######## gb_cpu_interrupt_ctrl ########
### Port wiring, gb_cpu_interrupt_ctrl

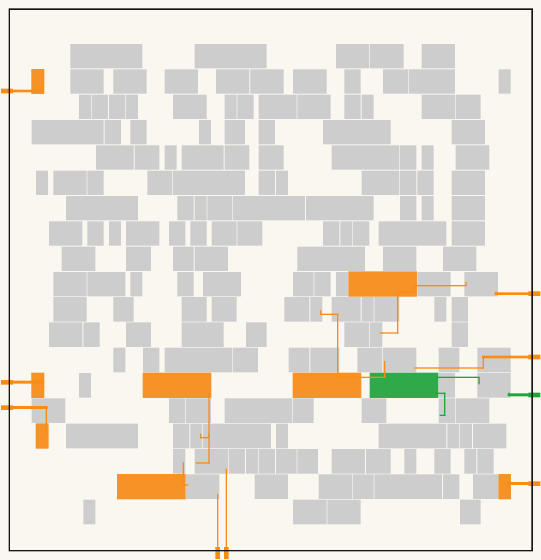

===== config.mk =====
export PLATFORM = sky130hd
export DESIGN_NAME = gb_cpu_interrupt_ctrl
export DESIGN_NICKNAME = d
export VERILOG_FILES = /design/src/rtl/gb_cpu_interrupt_ctrl.sv
export SDC_FILE = /design/constraint.sdc
export NUM_CORES = 1
export LEC_CHECK = 0
export CAP_MARGIN = 20
export CORE_AREA = 2 2 54 56
export DETAILED_ROUTE_END_ITERATION = 7
export DIE_AREA = 0 0 56 58
export PLACE_DENSITY_LB_ADDON = 0.1
export SYNTH_ARGS = -nofsm -noshare
export SYNTH_HDL_FRONTEND = slang
export SYNTH_SLANG_ARGS = --single-unit
export TNS_END_PERCENT = 5

===== constraint.sdc =====
create_clock -name clk -period 1.8 [get_ports clk]
set_clock_uncertainty 0.1 [all_clocks]
set_input_delay 0.36 -clock clk [delete_from_list [all_inputs] [get_ports clk]]
set_output_delay 0.36 -clock clk [all_outputs]
set_load 0.005 [all_outputs]

===== src/rtl/gb_cpu_interrupt_ctrl.sv =====
// Game Boy CPU interrupt controller.
// Holds IF/IE, sequences IME (OFF -> ARMED -> ON, so EI takes effect one
// instruction late), flags HALT wake, and runs the start/commit dispatch
// handshake. The vector is picked from live IF & IE in the commit cycle, so
// register changes during the ISR push can redirect or cancel a dispatch.
module gb_cpu_interrupt_ctrl #(
  parameter int unsigned NUM_IRQ       = 5,
  parameter logic [7:0]  VECTOR_BASE   = 8'h40,
  parameter logic [7:0]  VECTOR_STRIDE = 8'h08
) (
  input  logic               clk,
  input  logic               reset,
  input  logic [NUM_IRQ-1:0] irq_i,
  input  logic               reg_wr_en,
  input  logic               reg_wr_sel,
  input  logic [7:0]         reg_wr_data,
  output logic [7:0]         reg_IF,
  output logic [7:0]         reg_IE,
  input  logic               ei_i,
  input  logic               di_i,
  input  logic               reti_i,
  input  logic               instr_boundary_i,
  input  logic               dispatch_start_i,
  input  logic               dispatch_commit_i,
  output logic               int_pending,
  output logic               wake,
  output logic               ime,
  output logic               dispatch_busy,
  output logic [7:0]         vector
);

  typedef enum logic [1:0] {
    IME_OFF   = 2'd0,
    IME_ARMED = 2'd1,
    IME_ON    = 2'd2
  } ime_state_e;

  typedef enum logic {
    DSP_IDLE   = 1'b0,
    DSP_ACTIVE = 1'b1
  } dsp_state_e;

  // Stored request/enable state and the latched vector.
  logic [NUM_IRQ-1:0] if_q, if_d;
  logic [7:0]         ie_q, ie_d;
  logic [7:0]         vector_q, vector_d;

  // FSM state plus the registered outputs that mirror it.
  ime_state_e         ime_st_q;
  logic               ime_q;
  dsp_state_e         dsp_st_q;
  logic               busy_q;

  // Combinational helpers.
  logic [NUM_IRQ-1:0] pend_bits;
  logic               any_pend;
  logic [3:0]         low_sel;     // bit 3 set means no line is pending
  logic               commit;
  logic [NUM_IRQ-1:0] commit_clr;

  // Lowest pending line wins; bit 3 of the result flags "none pending".
  function automatic logic [3:0] lowest_set(input logic [NUM_IRQ-1:0] bits);
    logic [3:0] r;
    r = 4'h8;
    for (int i = int'(NUM_IRQ) - 1; i >= 0; i--) begin
      if (bits[i]) r = {1'b0, 3'(i)};
    end
    return r;
  endfunction

  // ISR vector for line k; the 8-bit arithmetic wraps modulo 256 on purpose.
  function automatic logic [7:0] vec_of(input logic [2:0] k);
    logic [7:0] off;
    off = 8'(k) * VECTOR_STRIDE;
    return VECTOR_BASE + off;
  endfunction

  // Pending-line selection and the one-hot clear applied on commit.
  always_comb begin
    pend_bits  = if_q & ie_q[NUM_IRQ-1:0];
    any_pend   = |pend_bits;
    low_sel    = lowest_set(pend_bits);
    commit     = (dsp_st_q == DSP_ACTIVE) && dispatch_commit_i;
    commit_clr = '0;
    for (int i = 0; i < int'(NUM_IRQ); i++) begin
      commit_clr[i] = commit && !low_sel[3] && (low_sel[2:0] == 3'(i));
    end
  end

  // Next IF/IE/vector: write, then commit clear, then new requests on top
  // so a request pulse always survives a clear of the same bit.
  always_comb begin
    if_d = if_q;
    if (reg_wr_en && !reg_wr_sel) if_d = reg_wr_data[NUM_IRQ-1:0];
    if_d = (if_d & ~commit_clr) | irq_i;

    ie_d = ie_q;
    if (reg_wr_en && reg_wr_sel) ie_d = reg_wr_data;

    vector_d = vector_q;
    if (commit) vector_d = low_sel[3] ? 8'h00 : vec_of(low_sel[2:0]);
  end

  // Register state; a reset mid-dispatch simply drops the dispatch.
  always_ff @(posedge clk) begin
    if (reset) begin
      if_q     <= '0;
      ie_q     <= 8'h00;
      vector_q <= 8'h00;
    end else begin
      if_q     <= if_d;
      ie_q     <= ie_d;
      vector_q <= vector_d;
    end
  end

  // IME sequencing: start/DI beat RETI, RETI beats EI, EI beats the boundary
  // advance, so an EI on a boundary waits for the following boundary.
  always_ff @(posedge clk) begin
    if (reset) begin
      ime_st_q <= IME_OFF;
      ime_q    <= 1'b0;
    end else if (dispatch_start_i || di_i) begin
      ime_st_q <= IME_OFF;
      ime_q    <= 1'b0;
    end else if (reti_i) begin
      ime_st_q <= IME_ON;
      ime_q    <= 1'b1;
    end else if (ei_i) begin
      if (ime_st_q == IME_OFF) ime_st_q <= IME_ARMED;
    end else if ((ime_st_q == IME_ARMED) && instr_boundary_i) begin
      ime_st_q <= IME_ON;
      ime_q    <= 1'b1;
    end
  end

  // Dispatch handshake: start opens, commit closes; strays are ignored.
  always_ff @(posedge clk) begin
    if (reset) begin
      dsp_st_q <= DSP_IDLE;
      busy_q   <= 1'b0;
    end else begin
      case (dsp_st_q)
        DSP_IDLE: begin
          if (dispatch_start_i) begin
            dsp_st_q <= DSP_ACTIVE;
            busy_q   <= 1'b1;
          end
        end
        DSP_ACTIVE: begin
          if (dispatch_commit_i) begin
            dsp_st_q <= DSP_IDLE;
            busy_q   <= 1'b0;
          end
        end
        default: begin
          dsp_st_q <= DSP_IDLE;
          busy_q   <= 1'b0;
        end
      endcase
    end
  end

  // Readback and status; unimplemented IF bits read as 1.
  always_comb begin
    reg_IF              = 8'hFF;
    reg_IF[NUM_IRQ-1:0] = if_q;
    reg_IE              = ie_q;
    wake                = any_pend;
    int_pending         = any_pend &&
                          (ime_q || ((ime_st_q == IME_ARMED) && instr_boundary_i && !ei_i));
    ime                 = ime_q;
    dispatch_busy       = busy_q;
    vector              = vector_q;
  end

endmodule


######## pc_unit_ras ########
<file path="config.mk">
export PLATFORM = sky130hd
export DESIGN_NAME = pc_unit_ras
export DESIGN_NICKNAME = d
export VERILOG_FILES = /design/src/rtl/pc_pkg.sv /design/src/rtl/return_stack.sv /design/src/rtl/pc_unit_ras.sv
export SDC_FILE = /design/constraint.sdc
export NUM_CORES = 1
export LEC_CHECK = 0
export CAP_MARGIN = 20
export CELL_PAD_IN_SITES_DETAIL_PLACEMENT = 0
export CELL_PAD_IN_SITES_GLOBAL_PLACEMENT = 1
export CORE_AREA = 2 2 112 114
export DETAILED_ROUTE_END_ITERATION = 10
export DIE_AREA = 0 0 114 116
export PLACE_DENSITY_LB_ADDON = 0.1
export REMOVE_ABC_BUFFERS = 1
export SLEW_MARGIN = 20
export SYNTH_ARGS = -nofsm -noshare
export SYNTH_HDL_FRONTEND = slang
export SYNTH_SLANG_ARGS = --single-unit
</file>
<file path="constraint.sdc">
create_clock -name clk -period 3.1 [get_ports clk]
set_clock_uncertainty 0.2 [all_clocks]
set_input_delay 0.465 -clock clk [delete_from_list [all_inputs] [get_ports clk]]
set_output_delay 0.465 -clock clk [all_outputs]
set_load 0.02 [all_outputs]
</file>
<file path="src/rtl/pc_pkg.sv">
// Shared definitions for the fetch-stage program counter.
// Holds the default widths and reset vector, the PC word type, and the
// next-PC source select encoding (also useful as a debug probe in benches).
package pc_pkg;

    localparam int              PC_W_DEF      = 16;
    localparam int              OFF_W_DEF     = 8;
    localparam logic [15:0]     RESET_VEC_DEF = 16'h0000;

    typedef logic [PC_W_DEF-1:0] pc_t;

    // Next-PC source, listed from highest to lowest priority.
    typedef enum logic [2:0] {
        PC_SEL_RET,
        PC_SEL_CALL,
        PC_SEL_JUMP,
        PC_SEL_REL,
        PC_SEL_SEQ
    } pc_sel_e;

    // Fixed priority: ret > call > jump > rel > sequential.
    function automatic pc_sel_e pc_select(input logic ret, input logic call,
                                          input logic jump, input logic rel);
        if (ret)       return PC_SEL_RET;
        else if (call) return PC_SEL_CALL;
        else if (jump) return PC_SEL_JUMP;
        else if (rel)  return PC_SEL_REL;
        else           return PC_SEL_SEQ;
    endfunction

endpackage

</file>
<file path="src/rtl/return_stack.sv">
// LIFO return-address stack.
// Ports:
//   clk, rst        clock, synchronous active-low reset (clears count only)
//   push, pop       push_data onto / remove top of the stack
//   push_data       address to push
//   top             current top entry (undefined content when empty)
//   count           number of valid entries
//   full, empty     count == DEPTH / count == 0
// Push when full and pop when empty are silently ignored; the parent owns
// the error reporting. Pop wins if both are requested in the same cycle.
module return_stack #(
    parameter int  DEPTH = 4,
    parameter int  W     = 16,
    localparam int CNT_W = $clog2(DEPTH) + 1
) (
    input  logic             clk,
    input  logic             rst,
    input  logic             push,
    input  logic             pop,
    input  logic [W-1:0]     push_data,
    output logic [W-1:0]     top,
    output logic [CNT_W-1:0] count,
    output logic             full,
    output logic             empty
);
    import pc_pkg::*;

    localparam int PTR_W = $clog2(DEPTH);

    logic [W-1:0]     mem [DEPTH];
    logic             do_pop;
    logic             do_push;
    logic [PTR_W-1:0] wr_idx;
    logic [PTR_W-1:0] rd_idx;
    logic [CNT_W-1:0] count_m1;

    assign full     = (count == CNT_W'(DEPTH));
    assign empty    = (count == '0);
    assign do_pop   = pop && !empty;
    assign do_push  = push && !full && !do_pop;
    assign count_m1 = count - CNT_W'(1);

    // The count doubles as the write pointer; the top sits one below it.
    assign wr_idx = count[PTR_W-1:0];
    assign rd_idx = count_m1[PTR_W-1:0];
    assign top    = mem[rd_idx];

    always_ff @(posedge clk) begin
        if (!rst)         count <= '0;
        else if (do_pop)  count <= count_m1;
        else if (do_push) count <= count + CNT_W'(1);
    end

    // Storage is deliberately not reset; only the count defines validity.
    always_ff @(posedge clk) begin
        if (rst && do_push) mem[wr_idx] <= push_data;
    end

endmodule

</file>
<file path="src/rtl/pc_unit_ras.sv">
// Fetch-stage program counter with relative branches and a hardware
// return-address stack for CALL/RET.
// Ports:
//   clk, rst          clock, synchronous active-low reset
//   mem_ready         fetch accepted; PC and stack may advance
//   jump_en/jump_addr absolute jump request and target (also call target)
//   rel_en/rel_offset relative branch, signed offset added to pc_current
//   call_en, ret_en   call (push pc+1, go to jump_addr) / return (pop)
//   err_clr           clears sticky error flags (ignores mem_ready)
//   pc_current        registered PC
//   ras_count         registered stack occupancy; ras_full/ras_empty decode it
//   err_overflow      sticky: call while stack full
//   err_underflow     sticky: ret while stack empty
module pc_unit_ras
    import pc_pkg::*;
#(
    parameter int              PC_W      = PC_W_DEF,
    parameter int              OFF_W     = OFF_W_DEF,
    parameter int              RAS_DEPTH = 4,
    parameter logic [PC_W-1:0] RESET_VEC = PC_W'(RESET_VEC_DEF),
    localparam int             CNT_W     = $clog2(RAS_DEPTH) + 1
) (
    input  logic              clk,
    input  logic              rst,
    input  logic              mem_ready,
    input  logic              jump_en,
    input  logic [PC_W-1:0]   jump_addr,
    input  logic              rel_en,
    input  logic [OFF_W-1:0]  rel_offset,
    input  logic              call_en,
    input  logic              ret_en,
    input  logic              err_clr,
    output logic [PC_W-1:0]   pc_current,
    output logic [CNT_W-1:0]  ras_count,
    output logic              ras_full,
    output logic              ras_empty,
    output logic              err_overflow,
    output logic              err_underflow
);

    pc_sel_e          sel;
    logic [PC_W-1:0]  pc_inc;
    logic [PC_W-1:0]  off_ext;
    logic [PC_W-1:0]  pc_next;
    logic [PC_W-1:0]  ras_top;
    logic             ras_push;
    logic             ras_pop;
    logic             ovf_set;
    logic             unf_set;

    assign sel     = pc_select(ret_en, call_en, jump_en, rel_en);
    assign pc_inc  = pc_current + PC_W'(1);
    assign off_ext = PC_W'($signed(rel_offset));

    // Only the winning request touches the stack, and only on an accepted fetch.
    assign ras_push = mem_ready && (sel == PC_SEL_CALL);
    assign ras_pop  = mem_ready && (sel == PC_SEL_RET);
    assign ovf_set  = ras_push && ras_full;
    assign unf_set  = ras_pop && ras_empty;

    return_stack #(
        .DEPTH (RAS_DEPTH),
        .W     (PC_W)
    ) u_ras (
        .clk       (clk),
        .rst       (rst),
        .push      (ras_push),
        .pop       (ras_pop),
        .push_data (pc_inc),
        .top       (ras_top),
        .count     (ras_count),
        .full      (ras_full),
        .empty     (ras_empty)
    );

    always_comb begin
        pc_next = pc_inc;
        unique case (sel)
            PC_SEL_RET:  pc_next = ras_empty ? pc_inc : ras_top;
            PC_SEL_CALL: pc_next = jump_addr;
            PC_SEL_JUMP: pc_next = jump_addr;
            PC_SEL_REL:  pc_next = pc_current + off_ext;
            default:     pc_next = pc_inc;
        endcase
    end

    always_ff @(posedge clk) begin
        if (!rst)           pc_current <= RESET_VEC;
        else if (mem_ready) pc_current <= pc_next;
    end

    // Set dominates clear so a fresh error is never lost to a stale clear.
    always_ff @(posedge clk) begin
        if (!rst) begin
            err_overflow  <= 1'b0;
            err_underflow <= 1'b0;
        end else begin
            err_overflow  <= ovf_set || (err_overflow  && !err_clr);
            err_underflow <= unf_set || (err_underflow && !err_clr);
        end
    end

endmodule

</file>
######## bip_control ########
## src/rtl/bip_defs.sv

```systemverilog
// rtl/bip_defs.sv - shared opcodes, state encodings and datapath select codes for the BIP controller
package bip_defs;

    localparam int OPC_W = 5;

    typedef enum logic [1:0] {
        ST_IDLE  = 2'b00,
        ST_FETCH = 2'b01,
        ST_EXEC  = 2'b10,
        ST_HALT  = 2'b11
    } state_t;

    localparam logic [OPC_W-1:0] OPC_HLT  = 5'b00000;
    localparam logic [OPC_W-1:0] OPC_STO  = 5'b00001;
    localparam logic [OPC_W-1:0] OPC_LD   = 5'b00010;
    localparam logic [OPC_W-1:0] OPC_LDI  = 5'b00011;
    localparam logic [OPC_W-1:0] OPC_ADD  = 5'b00100;
    localparam logic [OPC_W-1:0] OPC_ADDI = 5'b00101;
    localparam logic [OPC_W-1:0] OPC_SUB  = 5'b00110;
    localparam logic [OPC_W-1:0] OPC_SUBI = 5'b00111;

    localparam logic [1:0] SEL_A_RAM = 2'd0;
    localparam logic [1:0] SEL_A_IMM = 2'd1;
    localparam logic [1:0] SEL_A_ALU = 2'd2;

    localparam logic SEL_B_RAM = 1'b0;
    localparam logic SEL_B_IMM = 1'b1;

    localparam logic OP_ADD = 1'b0;
    localparam logic OP_SUB = 1'b1;

    typedef struct packed {
        logic [1:0] sel_a;
        logic       sel_b;
        logic       wr_acc;
        logic       op;
        logic       wr_ram;
        logic       rd_ram;
    } ctrl_t;

    localparam ctrl_t CTRL_NONE = '0;

endpackage

```

## src/rtl/bip_decoder.sv

```systemverilog
// rtl/bip_decoder.sv - combinational opcode to datapath control decode
module bip_decoder
    import bip_defs::*;
(
    input  logic [OPC_W-1:0] opcode,
    output ctrl_t            ctrl
);

    always_comb begin
        ctrl = CTRL_NONE;
        case (opcode)
            OPC_STO: ctrl.wr_ram = 1'b1;
            OPC_LD: begin
                ctrl.sel_a  = SEL_A_RAM;
                ctrl.wr_acc = 1'b1;
                ctrl.rd_ram = 1'b1;
            end
            OPC_LDI: begin
                ctrl.sel_a  = SEL_A_IMM;
                ctrl.wr_acc = 1'b1;
            end
            OPC_ADD: begin
                ctrl.sel_a  = SEL_A_ALU;
                ctrl.sel_b  = SEL_B_RAM;
                ctrl.op     = OP_ADD;
                ctrl.wr_acc = 1'b1;
                ctrl.rd_ram = 1'b1;
            end
            OPC_ADDI: begin
                ctrl.sel_a  = SEL_A_ALU;
                ctrl.sel_b  = SEL_B_IMM;
                ctrl.op     = OP_ADD;
                ctrl.wr_acc = 1'b1;
            end
            OPC_SUB: begin
                ctrl.sel_a  = SEL_A_ALU;
                ctrl.sel_b  = SEL_B_RAM;
                ctrl.op     = OP_SUB;
                ctrl.wr_acc = 1'b1;
                ctrl.rd_ram = 1'b1;
            end
            OPC_SUBI: begin
                ctrl.sel_a  = SEL_A_ALU;
                ctrl.sel_b  = SEL_B_IMM;
                ctrl.op     = OP_SUB;
                ctrl.wr_acc = 1'b1;
            end
            // HLT and unknown opcodes leave every control low
            default: ;
        endcase
    end

endmodule

```

## src/rtl/bip_control.sv

```systemverilog
// rtl/bip_control.sv - FETCH/EXEC sequencer: program counter, decode gating and halt
module bip_control
    import bip_defs::*;
#(
    parameter int N_BUS    = 16,
    parameter int N_BUS_IN = 11,
    parameter int TAM      = 2,
    parameter int N_CNT    = 16
) (
    input  logic                i_clk,
    input  logic                i_reset,
    input  logic                i_enable,
    input  logic [N_BUS-1:0]    i_instruction,
    output logic [N_BUS_IN-1:0] o_pc,
    output logic [N_BUS_IN-1:0] o_operand,
    output logic [TAM-1:0]      o_selA,
    output logic                o_selB,
    output logic                o_WrAcc,
    output logic                o_OP,
    output logic                o_WrRam,
    output logic                o_RdRam,
    output logic                o_halt,
    output logic [N_CNT-1:0]    o_instr_count
);

    state_t           state;
    ctrl_t            dec;
    logic [OPC_W-1:0] opcode;
    logic             in_exec;

    assign opcode  = i_instruction[N_BUS-1 -: OPC_W];
    assign in_exec = (state == ST_EXEC);

    bip_decoder u_decoder (
        .opcode (opcode),
        .ctrl   (dec)
    );

    // Controls are forced low outside EXEC so no stray RAM or accumulator write can occur
    assign o_selA    = in_exec ? TAM'(dec.sel_a) : '0;
    assign o_selB    = in_exec & dec.sel_b;
    assign o_WrAcc   = in_exec & dec.wr_acc;
    assign o_OP      = in_exec & dec.op;
    assign o_WrRam   = in_exec & dec.wr_ram;
    assign o_RdRam   = in_exec & dec.rd_ram;
    assign o_operand = in_exec ? i_instruction[N_BUS_IN-1:0] : '0;

    always_ff @(posedge i_clk or posedge i_reset) begin
        if (i_reset) begin
            state         <= ST_IDLE;
            o_pc          <= '0;
            o_instr_count <= '0;
            o_halt        <= 1'b0;
        end else begin
            case (state)
                ST_IDLE: begin
                    if (i_enable) state <= ST_FETCH;
                end
                ST_FETCH: state <= ST_EXEC;
                ST_EXEC: begin
                    o_instr_count <= o_instr_count + N_CNT'(1);
                    if (opcode == OPC_HLT) begin
                        state  <= ST_HALT;
                        o_halt <= 1'b1;
                    end else begin
                        o_pc  <= o_pc + N_BUS_IN'(1);
                        state <= i_enable ? ST_FETCH : ST_IDLE;
                    end
                end
                ST_HALT: state <= ST_HALT;
                default: state <= ST_IDLE;
            endcase
        end
    end

endmodule
```

## config.mk

```make
export PLATFORM = sky130hd
export DESIGN_NAME = bip_control
export DESIGN_NICKNAME = d
export VERILOG_FILES = /design/src/rtl/bip_defs.sv /design/src/rtl/bip_decoder.sv /design/src/rtl/bip_control.sv
export SDC_FILE = /design/constraint.sdc
export NUM_CORES = 1
export LEC_CHECK = 0
export CAP_MARGIN = 40
export CORE_ASPECT_RATIO = 0.75
export CORE_MARGIN = 3
export CORE_UTILIZATION = 38
export CTS_CLUSTER_SIZE = 12
export DETAILED_ROUTE_END_ITERATION = 10
export PLACE_DENSITY = 0.75
export SLEW_MARGIN = 5
export SYNTH_ARGS = -nofsm -noshare
export SYNTH_HDL_FRONTEND = slang
export SYNTH_HIERARCHICAL = 1
export SYNTH_SLANG_ARGS = --single-unit
```

## constraint.sdc

```tcl
create_clock -name i_clk -period 1.4 [get_ports i_clk]
set_clock_uncertainty 0.05 [all_clocks]
set_input_delay 0.21 -clock i_clk [delete_from_list [all_inputs] [get_ports i_clk]]
set_output_delay 0.21 -clock i_clk [all_outputs]
set_load 0.05 [all_outputs]
```

######## ysyx_22041207_ifu ########
$ cat config.mk
export PLATFORM = sky130hd
export DESIGN_NAME = ysyx_22041207_ifu
export DESIGN_NICKNAME = d
export VERILOG_FILES = /design/src/rtl/ysyx_22041207_pkg.sv /design/src/rtl/ysyx_22041207_ifu.sv
export SDC_FILE = /design/constraint.sdc
export NUM_CORES = 1
export LEC_CHECK = 0
export CAP_MARGIN = 40
export CORE_UTILIZATION = 47
export DETAILED_ROUTE_END_ITERATION = 12
export PLACE_DENSITY = 0.84
export SETUP_SLACK_MARGIN = 0.2
export SLEW_MARGIN = 10
export SYNTH_ARGS = -nofsm -noshare
export SYNTH_HDL_FRONTEND = slang
export SYNTH_SLANG_ARGS = --single-unit
$ cat constraint.sdc
create_clock -name clk -period 7.5 [get_ports clk]
set_input_delay 1.5 -clock clk [delete_from_list [all_inputs] [get_ports clk]]
set_output_delay 1.5 -clock clk [all_outputs]
set_load 0.01 [all_outputs]
$ cat src/rtl/ysyx_22041207_pkg.sv
// Shared constants and FSM encoding for the ysyx_22041207 fetch unit.
package ysyx_22041207_pkg;

    localparam int XLEN   = 64;
    localparam int INST_W = 32;

    localparam logic [XLEN-1:0] IFU_RESET_PC = 64'h8000_0000;

    typedef enum logic [1:0] {
        S_REQ  = 2'd0,
        S_WAIT = 2'd1,
        S_OUT  = 2'd2
    } ifu_state_e;

endpackage

$ cat src/rtl/ysyx_22041207_ifu.sv
// Instruction fetch unit: one outstanding request, REQ/WAIT/OUT handshake FSM.
module ysyx_22041207_ifu
    import ysyx_22041207_pkg::*;
#(
    parameter logic [XLEN-1:0] RESET_PC = IFU_RESET_PC
) (
    input  logic              clk,
    input  logic              rst,
    input  logic              redirect_i,
    input  logic [XLEN-1:0]   redirect_pc_i,
    input  logic              stall_i,
    output logic              imem_req_valid_o,
    input  logic              imem_req_ready_i,
    output logic [XLEN-1:0]   imem_addr_o,
    input  logic              imem_rsp_valid_i,
    input  logic [INST_W-1:0] imem_rsp_data_i,
    output logic              valid_o,
    output logic [INST_W-1:0] inst_o,
    output logic [XLEN-1:0]   pc_o
);

    ifu_state_e        state_q, state_d;
    logic [XLEN-1:0]   fetch_pc_q, fetch_pc_d;
    logic              drop_q, drop_d;
    logic              valid_q, valid_d;
    logic [INST_W-1:0] inst_q, inst_d;
    logic [XLEN-1:0]   pc_q, pc_d;
    logic [XLEN-1:0]   redir_pc;

    assign redir_pc = {redirect_pc_i[XLEN-1:2], 2'b00};

    always_ff @(posedge clk or posedge rst) begin
        if (rst) begin
            state_q    <= S_REQ;
            fetch_pc_q <= RESET_PC;
            drop_q     <= 1'b0;
            valid_q    <= 1'b0;
            inst_q     <= '0;
            pc_q       <= '0;
        end else begin
            state_q    <= state_d;
            fetch_pc_q <= fetch_pc_d;
            drop_q     <= drop_d;
            valid_q    <= valid_d;
            inst_q     <= inst_d;
            pc_q       <= pc_d;
        end
    end

    // Redirect wins everywhere; an in-flight response is marked for discard.
    always_comb begin
        state_d    = state_q;
        fetch_pc_d = fetch_pc_q;
        drop_d     = drop_q;
        valid_d    = valid_q;
        inst_d     = inst_q;
        pc_d       = pc_q;
        unique case (state_q)
            S_REQ: begin
                if (redirect_i) begin
                    fetch_pc_d = redir_pc;
                    if (imem_req_ready_i) begin
                        drop_d  = 1'b1;
                        state_d = S_WAIT;
                    end
                end else if (imem_req_ready_i) begin
                    state_d = S_WAIT;
                end
            end
            S_WAIT: begin
                if (redirect_i) begin
                    fetch_pc_d = redir_pc;
                    if (imem_rsp_valid_i) begin
                        drop_d  = 1'b0;
                        state_d = S_REQ;
                    end else begin
                        drop_d = 1'b1;
                    end
                end else if (imem_rsp_valid_i) begin
                    if (drop_q) begin
                        drop_d  = 1'b0;
                        state_d = S_REQ;
                    end else begin
                        inst_d  = imem_rsp_data_i;
                        pc_d    = fetch_pc_q;
                        valid_d = 1'b1;
                        state_d = S_OUT;
                    end
                end
            end
            S_OUT: begin
                if (redirect_i) begin
                    fetch_pc_d = redir_pc;
                    valid_d    = 1'b0;
                    state_d    = S_REQ;
                end else if (!stall_i) begin
                    fetch_pc_d = fetch_pc_q + 64'd4;
                    valid_d    = 1'b0;
                    state_d    = S_REQ;
                end
            end
            default: begin
                state_d = S_REQ;
            end
        endcase
    end

    always_comb begin
        imem_req_valid_o = (state_q == S_REQ);
        imem_addr_o      = fetch_pc_q;
        valid_o          = valid_q;
        inst_o           = inst_q;
        pc_o             = pc_q;
    end

endmodule

### Sequential cells coloured by netlist name, ysyx_22041207_ifu

Other sequential cells in the stronger grey, the rest of the logic in the fainter grey.
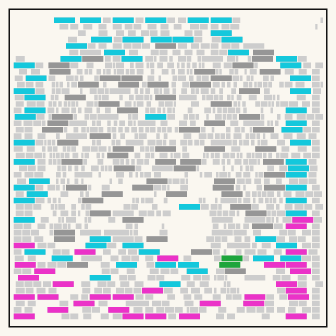
colour	name in the netlist	sequential cells
magenta	inst_o	32
cyan	pc_o	62
green	state_q	2
area taken by flip-flops and latches: 4010 um2
fin util: 0.683

==> notes.md, ysyx_22041207_ifu <==
Flow results are below.

- In the detailed route, the total length drawn on met2 is 11900 um.
- The met1 usage is 0.342, for reference.
- The final worst hold slack is 0.482 ns, for reference.
- The kind of critical path is primary input to flip-flop, for reference.
- Summing over every cut layer, the via total after detailed routing is between 7000 and 8000.
- Per the power-grid run, VDD falls by no more than 0.197 mV.
- The clock net in this run drives a total of about 160 sinks.
- The floorplan die width is around 130 um, for reference.
- The final layout report lists a filler cell count of 1334.
- The power report lists the combinational group at 0.00134 W.
- The number of synthesized flops with an enable pin is 0, for reference.
- The setup check on the worst reg-to-reg path leaves a slack of about 4.6 ns.
- The flow ran to the end, and the final reports show no timing, DRC or antenna violations.
- The distinct cell type count after synthesis is approximately 70, for reference.
- The final design instance area without fill is between 10000 and 15000 um2, for reference.
- The endpoint identified for the worst register-to-register timing path is imem_addr_o[45].
- The final layout report lists a non-clock inverter count of 5.
- The placement summary gives the final routability congestion estimate as approximately 0.86.
- The count of instantiated cells in the yosys netlist is ~800, for reference.
- Hold analysis shows the worst path with a depth of 2.
- The I/O pin total is approximately 260, for reference.
- The required time at the worst-slack endpoint is ~7.8 ns, for reference.
- The share of the core area taken by cells at floorplan is 0.485.
- The most critical setup path has its startpoint at stall_i.
- Hold analysis lists the worst path endpoint as pc_o[37].
- The worst setup path is launched from a primary input.
- met3 track demand over resource after global routing is 0.0704.
- The layout contains a multi-input combinational cell count of 560.
- The cell sitting at the root of the clock tree is a sky130_fd_sc_hd__clkbuf_16.
- The worst register-to-register path begins at imem_addr_o[10].
- For this run, the slowest stage of the critical path takes between 0.5 and 0.6 ns.
- Per the STA report, the cell with the highest stage delay on the worst path is sky130_fd_sc_hd__buf_4.
- The total global routing overflow is 0, for reference.
- Summing every instance area after synthesis gives a little over 8000 um2.
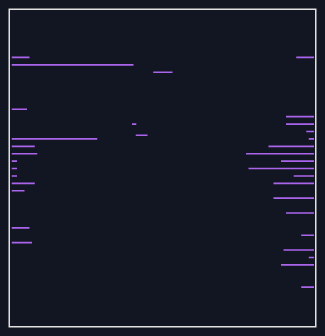
*The metal 3 layer, gb_cpu_interrupt_ctrl*
nets with wire on the layer	33
main direction	horizontal
longest straight run	22.1 um
wire length on this layer	162 um
vias: 1022
final routed wirelength across all metal layers: 2540 um
met3 Use GR: 0.0313

About 'Port wiring' of gb_cpu_interrupt_ctrl:
colour	port	direction	edge	end cells	buffers	wire
orange	vector	output	3 west, 3 east, 2 south	8	4	89.9 um
green	ime	output	east	1	1	11.3 um

==> notes.md, gb_cpu_interrupt_ctrl <==
Flow results are below.

- Along the critical path, the tally of buffer and inverter instances is 2.
- The switching power of the nets is between 0.0002 and 0.00025 W, for reference.
- The checks that failed: negative setup slack.
- The run finished, with violations left.
- The post-route worst setup slack is -0.0423 ns, for reference.
- The final design instance area without fill is about 1600 um2, for reference.
- The clock network power consumption is around 0.00021 W, for reference.
- The last timing report of the flow puts the setup violation total at 2.
- The yosys synthesis chip area is ~1000 um2, for reference.
- Synthesis produced between 100 and 150 cells.
- The internal portion of total power is 0.000729 W, for reference.
- The highest fanout seen on the critical path is 2, for reference.
- The top metal layer carrying routed signals is met4, for reference.
- The number of buffers created by CTS is 3, for reference.
- The kind of launch point of the worst setup path is a flip-flop, for reference.
- The detailed-routed wire length on met2 is between 1000 and 1500 um, for reference.
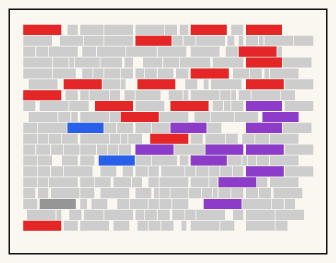
*Sequential cells coloured by netlist name, bip_control*
Other sequential cells in the stronger grey, the rest of the logic in the fainter grey.
colour	name in the netlist	sequential cells
purple	o_pc	11
red	o_instr_count	16
blue	state	2

==> notes.md, bip_control <==
Flow results are below.

- Clock tree synthesis selected as its root buffer the cell sky130_fd_sc_hd__clkbuf_8.
- The buffer count from post-CTS setup fixing is 5, for reference.
- Once placement completed, the tool counted placed cells totaling between 200 and 300.
- The detailed placement HPWL is roughly 3700 um, for reference.
- In this run, synthesis inferred 0 flip-flops with an integrated enable.
- The number of antenna violations at the first check in global routing is 0, for reference.
- The floorplan core area is between 3000 and 4000 um2, for reference.
- The total negative slack for setup checks is -9.80 ns, for reference.
- The wire length per cell is ~21 um, for reference.
- The vertical extent of the die is between 60 and 70 um, for reference.
- After routing the design area is about 3400 um2.
- The share of total power dissipated in combinational logic is 0.660.
- The post-synthesis async set-or-reset flop share is 1.00, for reference.
- The worst setup path is launched from a flip-flop.
- The checks that failed: negative setup slack.
- In this run, distinct cell masters in the synthesized netlist total 33.
- The run finished, with violations left.
- The most frequent cell after synthesis is sky130_fd_sc_hd__dfrtp_1, for reference.
- The number of setup violations in the final report is approximately 41, for reference.
- The post-route worst setup slack is -0.320 ns, for reference.
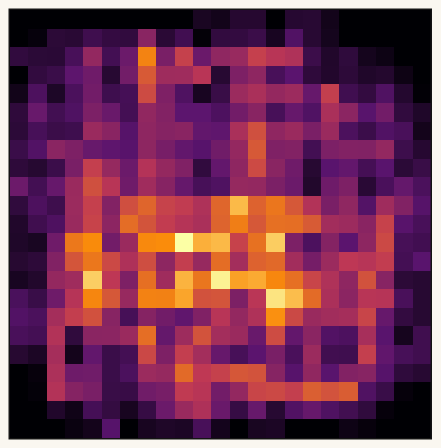
*Signal metal coverage by tile, pc_unit_ras*
The die is cut into 23 by 23 equal tiles; black is low, pale yellow is high, scaled to the fullest tile. Values are wire area over tile area, all layers added.
emptiest ninth of the die	north-east
tiles over half the peak	19%
mean over tiles	0.16
fullest tile	0.52
densest ninth of the die	centre
nearly empty tiles	9.8%
overall track demand over capacity in global routing: 0.217
Routed WL per cell: 20.6 um
final routed wirelength across all metal layers: 13400 um
vias: 3756

==> notes.md, pc_unit_ras <==
Flow results are below.

- The flow ran to the end, and the final reports show no timing, DRC or antenna violations.
- The path class of the tightest hold or removal check is flip-flop to flip-flop.
- The total number of nets in the final design is 556, for reference.
- The initial standard-cell utilization of the core is 0.405, for reference.
- The deepest clock path buffer count is 2, for reference.
- In this run the worst setup path terminates at ras_empty.
- The final total power is 0.00312 W, for reference.
- The cell count of the worst reg-to-reg path is 9, for reference.
- Of the synthesized area, sequential elements account for 0.486.
- The data arrival time at the worst-slack endpoint is ~2.2 ns, for reference.
- The design has 85 sequential cells.
- The final design instance area without fill is ~6000 um2, for reference.
- Of the total synthesized cell area, the portion taken by AND, OR, NAND and NOR gates is 0.132.
- The post-route core utilization is 0.505, for reference.
- The share of total power dissipated in the clock network is 0.339.
- The final antenna diode tally reported by the flow is 0.
- The critical path contains buffers and inverters numbering 2 combined.
- After detailed routing, no signal wire sits above met4.
- The met2 layer usage reported by global route is 0.348, for reference.
- STA puts the critical path data required time at about 2.4 ns.
- The kind of critical path is flip-flop to output pin, for reference.
- For this run, the top clock speed supported by timing is ~350 MHz.
- Summed over all combinational cells, the power is 0.000743 W.
- The routed length on met3 is 691 um, for reference.
- In the finished layout, the clock tree contains a buffer count of 10.
- The I/O pin total is between 50 and 60, for reference.
- The proportion of power drawn by combinational gates is 0.238, for reference.
- At the end of routability-driven placement, the weighted congestion stood at 0.816.
- The count of final hold-check violations is 0, for reference.
- The number of vias per cell after detailed routing is roughly 5.8, for reference.
- The floorplan step defined a die boundary enclosing around 13000 um2.
- Among the non-sequential cells, AND-OR/OR-AND gates take the most area.
- Measured against the total synthesized area, the mux share comes to 0.0747.


==> screenshots <==
Signal metal coverage by tile.
(a)
The die is cut into 11 by 12 equal tiles; black is low, pale yellow is high, scaled to the fullest tile. Values are wire area over tile area, all layers added.
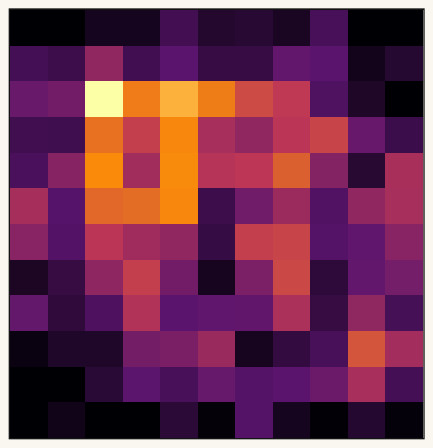
(b)
The die is cut into 16 by 12 equal tiles; black is low, pale yellow is high, scaled to the fullest tile. Values are wire area over tile area, all layers added.
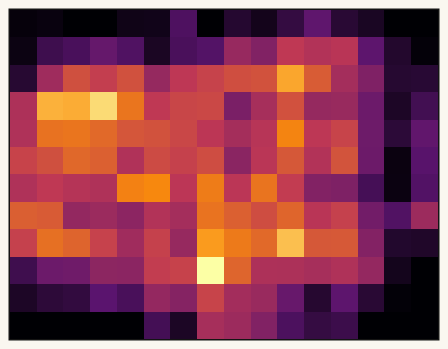
(c)
The die is cut into 27 by 27 equal tiles; black is low, pale yellow is high, scaled to the fullest tile. Values are wire area over tile area, all layers added.
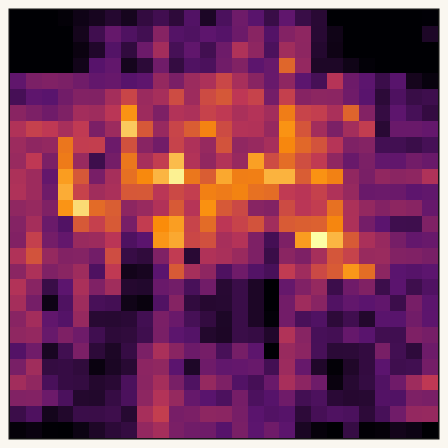
(a) comes from gb_cpu_interrupt_ctrl.
(b) comes from bip_control.
(c) comes from ysyx_22041207_ifu.

Key to (c):
fullest tile	0.70
densest ninth of the die	centre
mean over tiles	0.22
nearly empty tiles	7.1%


==> screenshots <==
The metal 3 layer.
picture 1
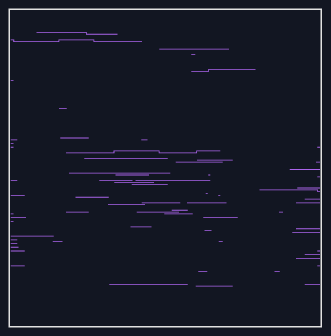
picture 2
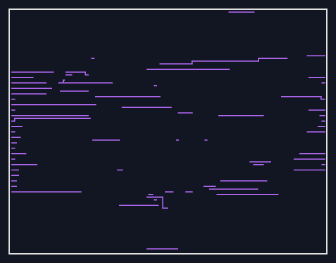
picture 3
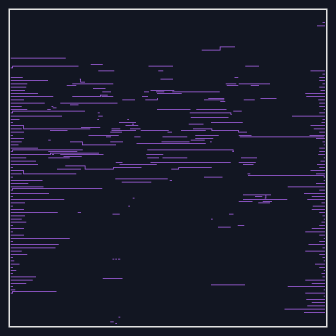
- picture 1 = pc_unit_ras
- picture 3 = ysyx_22041207_ifu
- picture 2 = bip_control

Power and IR drop assume default switching activity.
